# ---- design 1 ----
<file path="config.mk">
export PLATFORM = sky130hd
export DESIGN_NAME = cmd_operand_loader
export DESIGN_NICKNAME = d
export VERILOG_FILES = /design/src/rtl/calc_ctrl_pkg.sv /design/src/rtl/serial_shift_in.sv /design/src/rtl/cmd_operand_loader.sv
export SDC_FILE = /design/constraint.sdc
export NUM_CORES = 1
export LEC_CHECK = 0
export CAP_MARGIN = 0
export CELL_PAD_IN_SITES_DETAIL_PLACEMENT = 1
export CELL_PAD_IN_SITES_GLOBAL_PLACEMENT = 2
export CORE_ASPECT_RATIO = 0.8
export CORE_MARGIN = 3
export CORE_UTILIZATION = 30
export DETAILED_ROUTE_END_ITERATION = 6
export GPL_TIMING_DRIVEN = 0
export PLACE_DENSITY_LB_ADDON = 0.05
export SLEW_MARGIN = 10
export SYNTH_ARGS = -nofsm -noshare
export SYNTH_HDL_FRONTEND = slang
export SYNTH_HIERARCHICAL = 1
export SYNTH_SLANG_ARGS = --single-unit
</file>
<file path="constraint.sdc">
create_clock -name clk -period 1.7 [get_ports clk]
set_input_delay 0.51 -clock clk [delete_from_list [all_inputs] [get_ports clk]]
set_output_delay 0.51 -clock clk [all_outputs]
set_load 0.005 [all_outputs]
</file>
<file path="src/rtl/calc_ctrl_pkg.sv">
// Shared definitions for the calculator controller: state encoding, default widths, mode constant.
package calc_ctrl_pkg;

  localparam int unsigned DATA_W_DEF = 8;
  localparam int unsigned OP_W_DEF   = 4;
  localparam logic        MODE_UNARY = 1'b1;

  typedef enum logic [2:0] {
    ST_IDLE    = 3'd0,
    ST_LOAD_OP = 3'd1,
    ST_LOAD_A  = 3'd2,
    ST_LOAD_B  = 3'd3,
    ST_ISSUE   = 3'd4
  } state_e;

endpackage

</file>
<file path="src/rtl/serial_shift_in.sv">
// MSB-first serial-to-parallel field register with synchronous clear and shift enable.
module serial_shift_in #(
  parameter int unsigned W = 8
) (
  input  logic         clk,
  input  logic         reset,
  input  logic         clr,
  input  logic         en,
  input  logic         din,
  output logic [W-1:0] q
);

  logic [W-1:0] field_q;

  // Clear wins over shift so a start/abort edge always leaves the field at zero.
  always_ff @(posedge clk or negedge reset) begin
    if (!reset) begin
      field_q <= '0;
    end else if (clr) begin
      field_q <= '0;
    end else if (en) begin
      field_q <= {field_q[W-2:0], din};
    end
  end

  assign q = field_q;

endmodule

</file>
<file path="src/rtl/cmd_operand_loader.sv">
// Assembles opcode and one or two operands from serial key bits and issues them to the ALU
// through a valid/ready handshake.
module cmd_operand_loader
  import calc_ctrl_pkg::*;
#(
  parameter int unsigned DATA_W = DATA_W_DEF,
  parameter int unsigned OP_W   = OP_W_DEF
) (
  input  logic              clk,
  input  logic              reset,
  input  logic              active,
  input  logic              mode,
  input  logic              input_key,
  input  logic              valid_cmd,
  input  logic              alu_ready,
  output logic              load_valid,
  output logic [OP_W-1:0]   opcode,
  output logic [DATA_W-1:0] op_a,
  output logic [DATA_W-1:0] op_b,
  output logic              busy
);

  localparam int unsigned CNT_W = $clog2(DATA_W);
  localparam logic [CNT_W-1:0] OP_LAST   = CNT_W'(OP_W - 1);
  localparam logic [CNT_W-1:0] DATA_LAST = CNT_W'(DATA_W - 1);

  state_e           state_q, state_d;
  logic [CNT_W-1:0] cnt_q, cnt_d;
  logic             active_q;
  logic             mode_q, mode_d;
  logic             load_valid_q, load_valid_d;
  logic             busy_q, busy_d;

  logic             start;
  logic             clr;
  logic             en_op, en_a, en_b;
  logic [CNT_W-1:0] last_idx;

  assign start    = active & ~active_q;
  assign last_idx = (state_q == ST_LOAD_OP) ? OP_LAST : DATA_LAST;

  // Next-state, counter and field-control decode.
  always_comb begin
    state_d = state_q;
    cnt_d   = cnt_q;
    mode_d  = mode_q;
    clr     = 1'b0;
    en_op   = 1'b0;
    en_a    = 1'b0;
    en_b    = 1'b0;
    unique case (state_q)
      ST_IDLE: begin
        if (start) begin
          state_d = ST_LOAD_OP;
          cnt_d   = '0;
          mode_d  = mode;
          clr     = 1'b1;
        end
      end
      ST_LOAD_OP, ST_LOAD_A, ST_LOAD_B: begin
        if (!active) begin
          state_d = ST_IDLE;
          cnt_d   = '0;
          clr     = 1'b1;
        end else if (valid_cmd) begin
          en_op = (state_q == ST_LOAD_OP);
          en_a  = (state_q == ST_LOAD_A);
          en_b  = (state_q == ST_LOAD_B);
          if (cnt_q == last_idx) begin
            cnt_d = '0;
            if (state_q == ST_LOAD_OP) begin
              state_d = ST_LOAD_A;
            end else if (state_q == ST_LOAD_A && mode_q != MODE_UNARY) begin
              state_d = ST_LOAD_B;
            end else begin
              state_d = ST_ISSUE;
            end
          end else begin
            cnt_d = cnt_q + CNT_W'(1);
          end
        end
      end
      ST_ISSUE: begin
        if (load_valid_q && alu_ready) begin
          state_d = ST_IDLE;
        end
      end
      default: state_d = ST_IDLE;
    endcase
    load_valid_d = (state_d == ST_ISSUE);
    busy_d       = (state_d != ST_IDLE);
  end

  always_ff @(posedge clk or negedge reset) begin
    if (!reset) begin
      state_q      <= ST_IDLE;
      cnt_q        <= '0;
      active_q     <= 1'b0;
      mode_q       <= 1'b0;
      load_valid_q <= 1'b0;
      busy_q       <= 1'b0;
    end else begin
      state_q      <= state_d;
      cnt_q        <= cnt_d;
      active_q     <= active;
      mode_q       <= mode_d;
      load_valid_q <= load_valid_d;
      busy_q       <= busy_d;
    end
  end

  serial_shift_in #(.W(OP_W)) u_opcode (
    .clk(clk), .reset(reset), .clr(clr), .en(en_op), .din(input_key), .q(opcode)
  );

  serial_shift_in #(.W(DATA_W)) u_op_a (
    .clk(clk), .reset(reset), .clr(clr), .en(en_a), .din(input_key), .q(op_a)
  );

  serial_shift_in #(.W(DATA_W)) u_op_b (
    .clk(clk), .reset(reset), .clr(clr), .en(en_b), .din(input_key), .q(op_b)
  );

  assign load_valid = load_valid_q;
  assign busy       = busy_q;

endmodule
</file>
# ---- design 2 ----
**config.mk**
```make
export PLATFORM = sky130hd
export DESIGN_NAME = hazard_unit
export DESIGN_NICKNAME = d
export VERILOG_FILES = /design/src/rtl/mips_hz_pkg.sv /design/src/rtl/hz_stage_reg.sv /design/src/rtl/hazard_unit.sv
export SDC_FILE = /design/constraint.sdc
export NUM_CORES = 1
export LEC_CHECK = 0
export ABC_CLOCK_PERIOD_IN_PS = 2850
export CORE_AREA = 8 8 91 93
export CTS_CLUSTER_SIZE = 30
export DETAILED_ROUTE_END_ITERATION = 8
export DIE_AREA = 0 0 99 101
export DONT_BUFFER_PORTS = 1
export PLACE_DENSITY = 0.54
export SLEW_MARGIN = 5
export SYNTH_ARGS = -nofsm -noshare
export SYNTH_HDL_FRONTEND = slang
export SYNTH_HIERARCHICAL = 1
export SYNTH_SLANG_ARGS = --single-unit
```
**constraint.sdc**
```tcl
create_clock -name clk -period 2.85 [get_ports clk]
set_input_delay 0.57 -clock clk [delete_from_list [all_inputs] [get_ports clk]]
set_output_delay 0.57 -clock clk [all_outputs]
set_load 0.05 [all_outputs]
```
**src/rtl/mips_hz_pkg.sv**
```systemverilog
// mips_hz_pkg: shared constants, forwarding encodings and stage record for the hazard unit
package mips_hz_pkg;

    localparam int TUSE_NONE = 3;

    localparam logic [1:0] FWD_RF = 2'd0;
    localparam logic [1:0] FWD_E  = 2'd1;
    localparam logic [1:0] FWD_M  = 2'd2;
    localparam logic [1:0] FWD_W  = 2'd3;

    typedef struct packed {
        logic [4:0] rs;
        logic [4:0] rt;
        logic [4:0] a3;
        logic       we;
    } stage_rec_t;

    // A record only produces register r when it writes, targets r, and r is not $0.
    function automatic logic hz_match(input logic we, input logic [4:0] a3, input logic [4:0] r);
        return we && (a3 == r) && (r != 5'd0);
    endfunction

endpackage

```
**src/rtl/hz_stage_reg.sv**
```systemverilog
// hz_stage_reg: async-reset pipeline record register with synchronous clear (bubble insert)
module hz_stage_reg #(
    parameter type T = logic
) (
    input  logic clk,
    input  logic reset,
    input  logic clr,
    input  T     d,
    output T     q
);

    // Record advances every edge; clr loads an all-zero bubble.
    always_ff @(posedge clk or posedge reset)
        if (reset) q <= '0;
        else       q <= clr ? '0 : d;

endmodule

```
**src/rtl/hazard_unit.sv**
```systemverilog
// hazard_unit: stall and forwarding control for a Tuse/Tnew five-stage MIPS pipeline
module hazard_unit
    import mips_hz_pkg::*;
#(
    parameter int TW = 2
) (
    input  logic          clk,
    input  logic          reset,
    input  logic [4:0]    D_rs,
    input  logic [4:0]    D_rt,
    input  logic [TW-1:0] D_Tuse_rs,
    input  logic [TW-1:0] D_Tuse_rt,
    input  logic [TW-1:0] D_Tnew,
    input  logic [4:0]    D_A3,
    input  logic          D_regwrite,
    output logic          stall,
    output logic          F_en,
    output logic          D_en,
    output logic          E_clr,
    output logic [1:0]    fwd_D_rs,
    output logic [1:0]    fwd_D_rt,
    output logic [1:0]    fwd_E_rs,
    output logic [1:0]    fwd_E_rt,
    output logic [1:0]    fwd_M_rt
);

    typedef struct packed {
        stage_rec_t    r;
        logic [TW-1:0] tnew;
    } e_rec_t;

    typedef struct packed {
        logic [4:0]    rt;
        logic [4:0]    a3;
        logic          we;
        logic [TW-1:0] tnew;
    } m_rec_t;

    typedef struct packed {
        logic [4:0] a3;
        logic       we;
    } w_rec_t;

    e_rec_t e, e_d;
    m_rec_t m, m_d;
    w_rec_t w, w_d;

    // Operand must wait while a matching producer in E or M is further from ready than the consumer can tolerate.
    function automatic logic hazard(input logic [4:0] r, input logic [TW-1:0] tuse, input e_rec_t er, input m_rec_t mr);
        return (tuse != TW'(TUSE_NONE)) &&
               ((hz_match(er.r.we, er.r.a3, r) && er.tnew > tuse) ||
                (hz_match(mr.we, mr.a3, r) && mr.tnew > tuse));
    endfunction

    function automatic logic [1:0] fwd_d(input logic [4:0] r, input e_rec_t er, input m_rec_t mr, input w_rec_t wr);
        return (hz_match(er.r.we, er.r.a3, r) && er.tnew == '0) ? FWD_E :
               (hz_match(mr.we, mr.a3, r) && mr.tnew == '0)     ? FWD_M :
               hz_match(wr.we, wr.a3, r)                         ? FWD_W : FWD_RF;
    endfunction

    function automatic logic [1:0] fwd_e(input logic [4:0] r, input m_rec_t mr, input w_rec_t wr);
        return (hz_match(mr.we, mr.a3, r) && mr.tnew == '0) ? FWD_M :
               hz_match(wr.we, wr.a3, r)                     ? FWD_W : FWD_RF;
    endfunction

    // Next-record values: D into E, E into M with one cycle less to ready (floored at 0), M into W.
    always_comb begin
        e_d.r    = '{rs: D_rs, rt: D_rt, a3: D_A3, we: D_regwrite};
        e_d.tnew = D_Tnew;
        m_d      = '{rt: e.r.rt, a3: e.r.a3, we: e.r.we, tnew: (e.tnew == '0) ? '0 : e.tnew - TW'(1)};
        w_d      = '{a3: m.a3, we: m.we};
    end

    hz_stage_reg #(.T(e_rec_t)) u_e (.clk(clk), .reset(reset), .clr(stall), .d(e_d), .q(e));
    hz_stage_reg #(.T(m_rec_t)) u_m (.clk(clk), .reset(reset), .clr(1'b0),  .d(m_d), .q(m));
    hz_stage_reg #(.T(w_rec_t)) u_w (.clk(clk), .reset(reset), .clr(1'b0),  .d(w_d), .q(w));

    // Stall, enables and forwarding selects are purely combinational from records and D inputs.
    always_comb begin
        stall    = hazard(D_rs, D_Tuse_rs, e, m) || hazard(D_rt, D_Tuse_rt, e, m);
        F_en     = ~stall;
        D_en     = ~stall;
        E_clr    = stall;
        fwd_D_rs = fwd_d(D_rs, e, m, w);
        fwd_D_rt = fwd_d(D_rt, e, m, w);
        fwd_E_rs = fwd_e(e.r.rs, m, w);
        fwd_E_rt = fwd_e(e.r.rt, m, w);
        fwd_M_rt = hz_match(w.we, w.a3, m.rt) ? FWD_W : FWD_RF;
    end

endmodule

```
Design 1, routed clock nets over the placement:
The bar under the picture is 20 µm long.
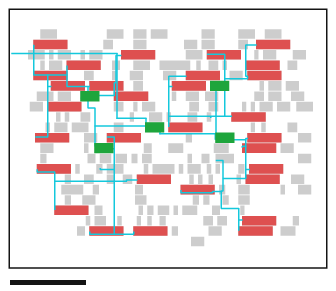
[green] clock drivers | count: 5
[red] flip-flops | count: 30
[cyan] clock wires | length: 409 µm
routed clock nets: 6
flops lie: spread over the die

==> out/metrics.cfg, design 1 <==
[cts]
ctsRootBufferMaster=clkbuf_8

[run_status]
run_status=completed

[logic_synthesis]
synth_chip_area_um2=1420
aoi_share_pct=8.99

[job]
maxCapViolations=0

[finish]
layout.cells.most_common=dfrtp_1
layoutNonFillerInstCount=239
largest_cell_class=registers

[die]
placementRows=21
chip_area_um2=5600
die_x_um=82.9
tap-cell-count=57

[drt]
route.layer.met1.wl_mm=1.64
dr_wl_met2_mm=1.64
ant_nets=0

[power_and_ir_drop]
powerSeq_uw=760

[critical_path]
critPathCapture=op_a[6]

[sta]
maximum_operating_frequency_ghz=0.603
finalMaxSlewViolations=0

[design 1: logic make-up (layout without fill, tap and decap cells)]
logic type / count (synthesis) / count (layout)
fa+ha+maj: 1 / 1
compound gates: 17 / 17
mux: 21 / 21
flops: 30 / 30
simple gates: 51 / 51
buf+inv: 12 / 61
xor+xnor: 1 / 1
[design 1: state kept, by name, indices dropped and copies added (netlist names), 3 cells and up]
signal      count
u_op_a/q        8
state_q         3
u_op_b/q        8
u_opcode/q      4
cnt_q           3
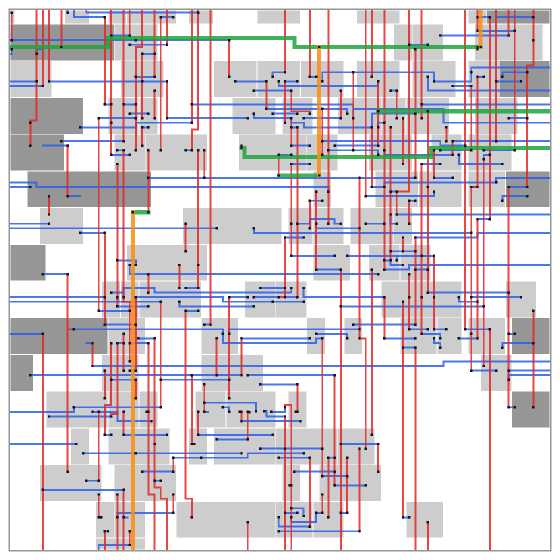
Design 2: zoomed window
Region (30, 10) to (70, 50) µm. Cells in grey, sequential cells in the stronger grey; small squares are vias.
| colour | layer |
|---|---|
| orange | metal 4 |
| red | metal 2 |
| green | metal 3 |
| blue | metal 1 |
most frequent: xnor2_1 (11), ha_1 (8)
sequential cells in the window: 4
cells with their middle in the window: 84
netlist names of flops here include: u_m/q (3), u_e/q (1)

==> out/metrics.cfg, design 2 <==
[sta]
period_minus_slack_ns=2.67
tns_ns=0
setup_violations_final=0
tightestPinTransition_ns=0.771
maximum_operating_frequency_ghz=0.374
postLayoutSetupSlackWorst_ns=0.176

[place]
pre_cts_slack_ns=0.305
dp_hpwl_mm=4.39

[run_status]
run_status=completed

[finish]
regMostFlops=u_e/q
finish.net_count=277
layout.cells.most_common=dfrtp_1
final.signal_inverter_count=9

[logic_synthesis]
synth-cells-yosys=232
ys_top_cells_by_area=dfrtp_1 40%, xnor2_1 13%, xor2_1 6.7%, nor2b_1 5.9%, ha_1 4.3%

[power_and_ir_drop]
power.clock.fraction_pct=37.2
comb_power_share_pct=13.9

[global_routing]
first_pass_grt_wire_length_mm=9.07

[critical_path]
critical_path_cell_count=7

[drt]
detailedRoute.firstPassIterationCount=4

design 2: cells in the mapped netlist (3+ instances only):
master and number:
and2b_1 8, and2b_2 3, buf_4 4, clkbuf_1 6
dfrtp_1 37, ha_1 8, inv_1 9, nand2_1 10
nand3_1 4, nand4_1 8, nor2_1 6, nor2b_1 22
nor2b_2 8, nor3_1 5, nor4_1 11, xnor2_1 34
xor2_1 18
design 2: through the flow:
step	instance area, µm²	hold WS, ns
after floorplan	2390	0.361
after global placement	2510	0.386
after detailed placement	2510	0.390
after CTS	2630	0.0730
after global routing	2630	0.0824
final	2630	0.0739

==> notes/layouts.md <==
Pictures saved along the way, in no particular order.

Metal layers overlaid.
shot_01.png
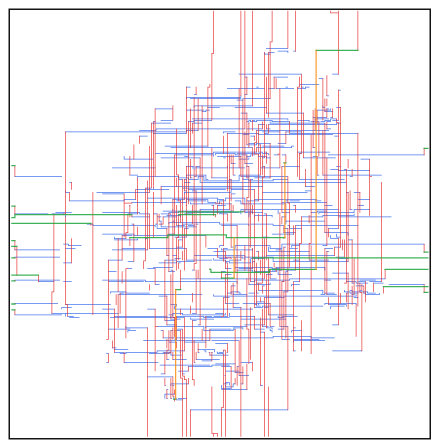
shot_02.png
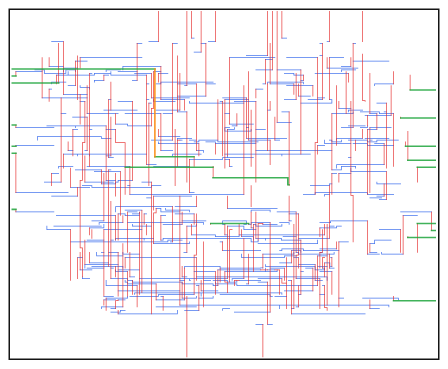
- most wire: shot_01.png
shot_02.png: design 1
shot_01.png: design 2



==> gallery <==
Signal wires on met3.
The bar under the picture is 20 µm long.
panel A
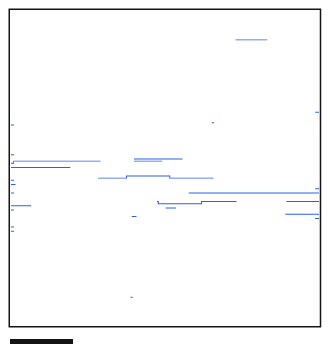
panel B
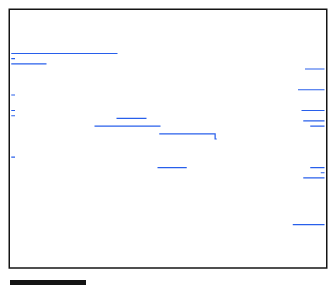
Of these, largest die: panel A
Design 1 is panel B.
Design 2 is panel A.

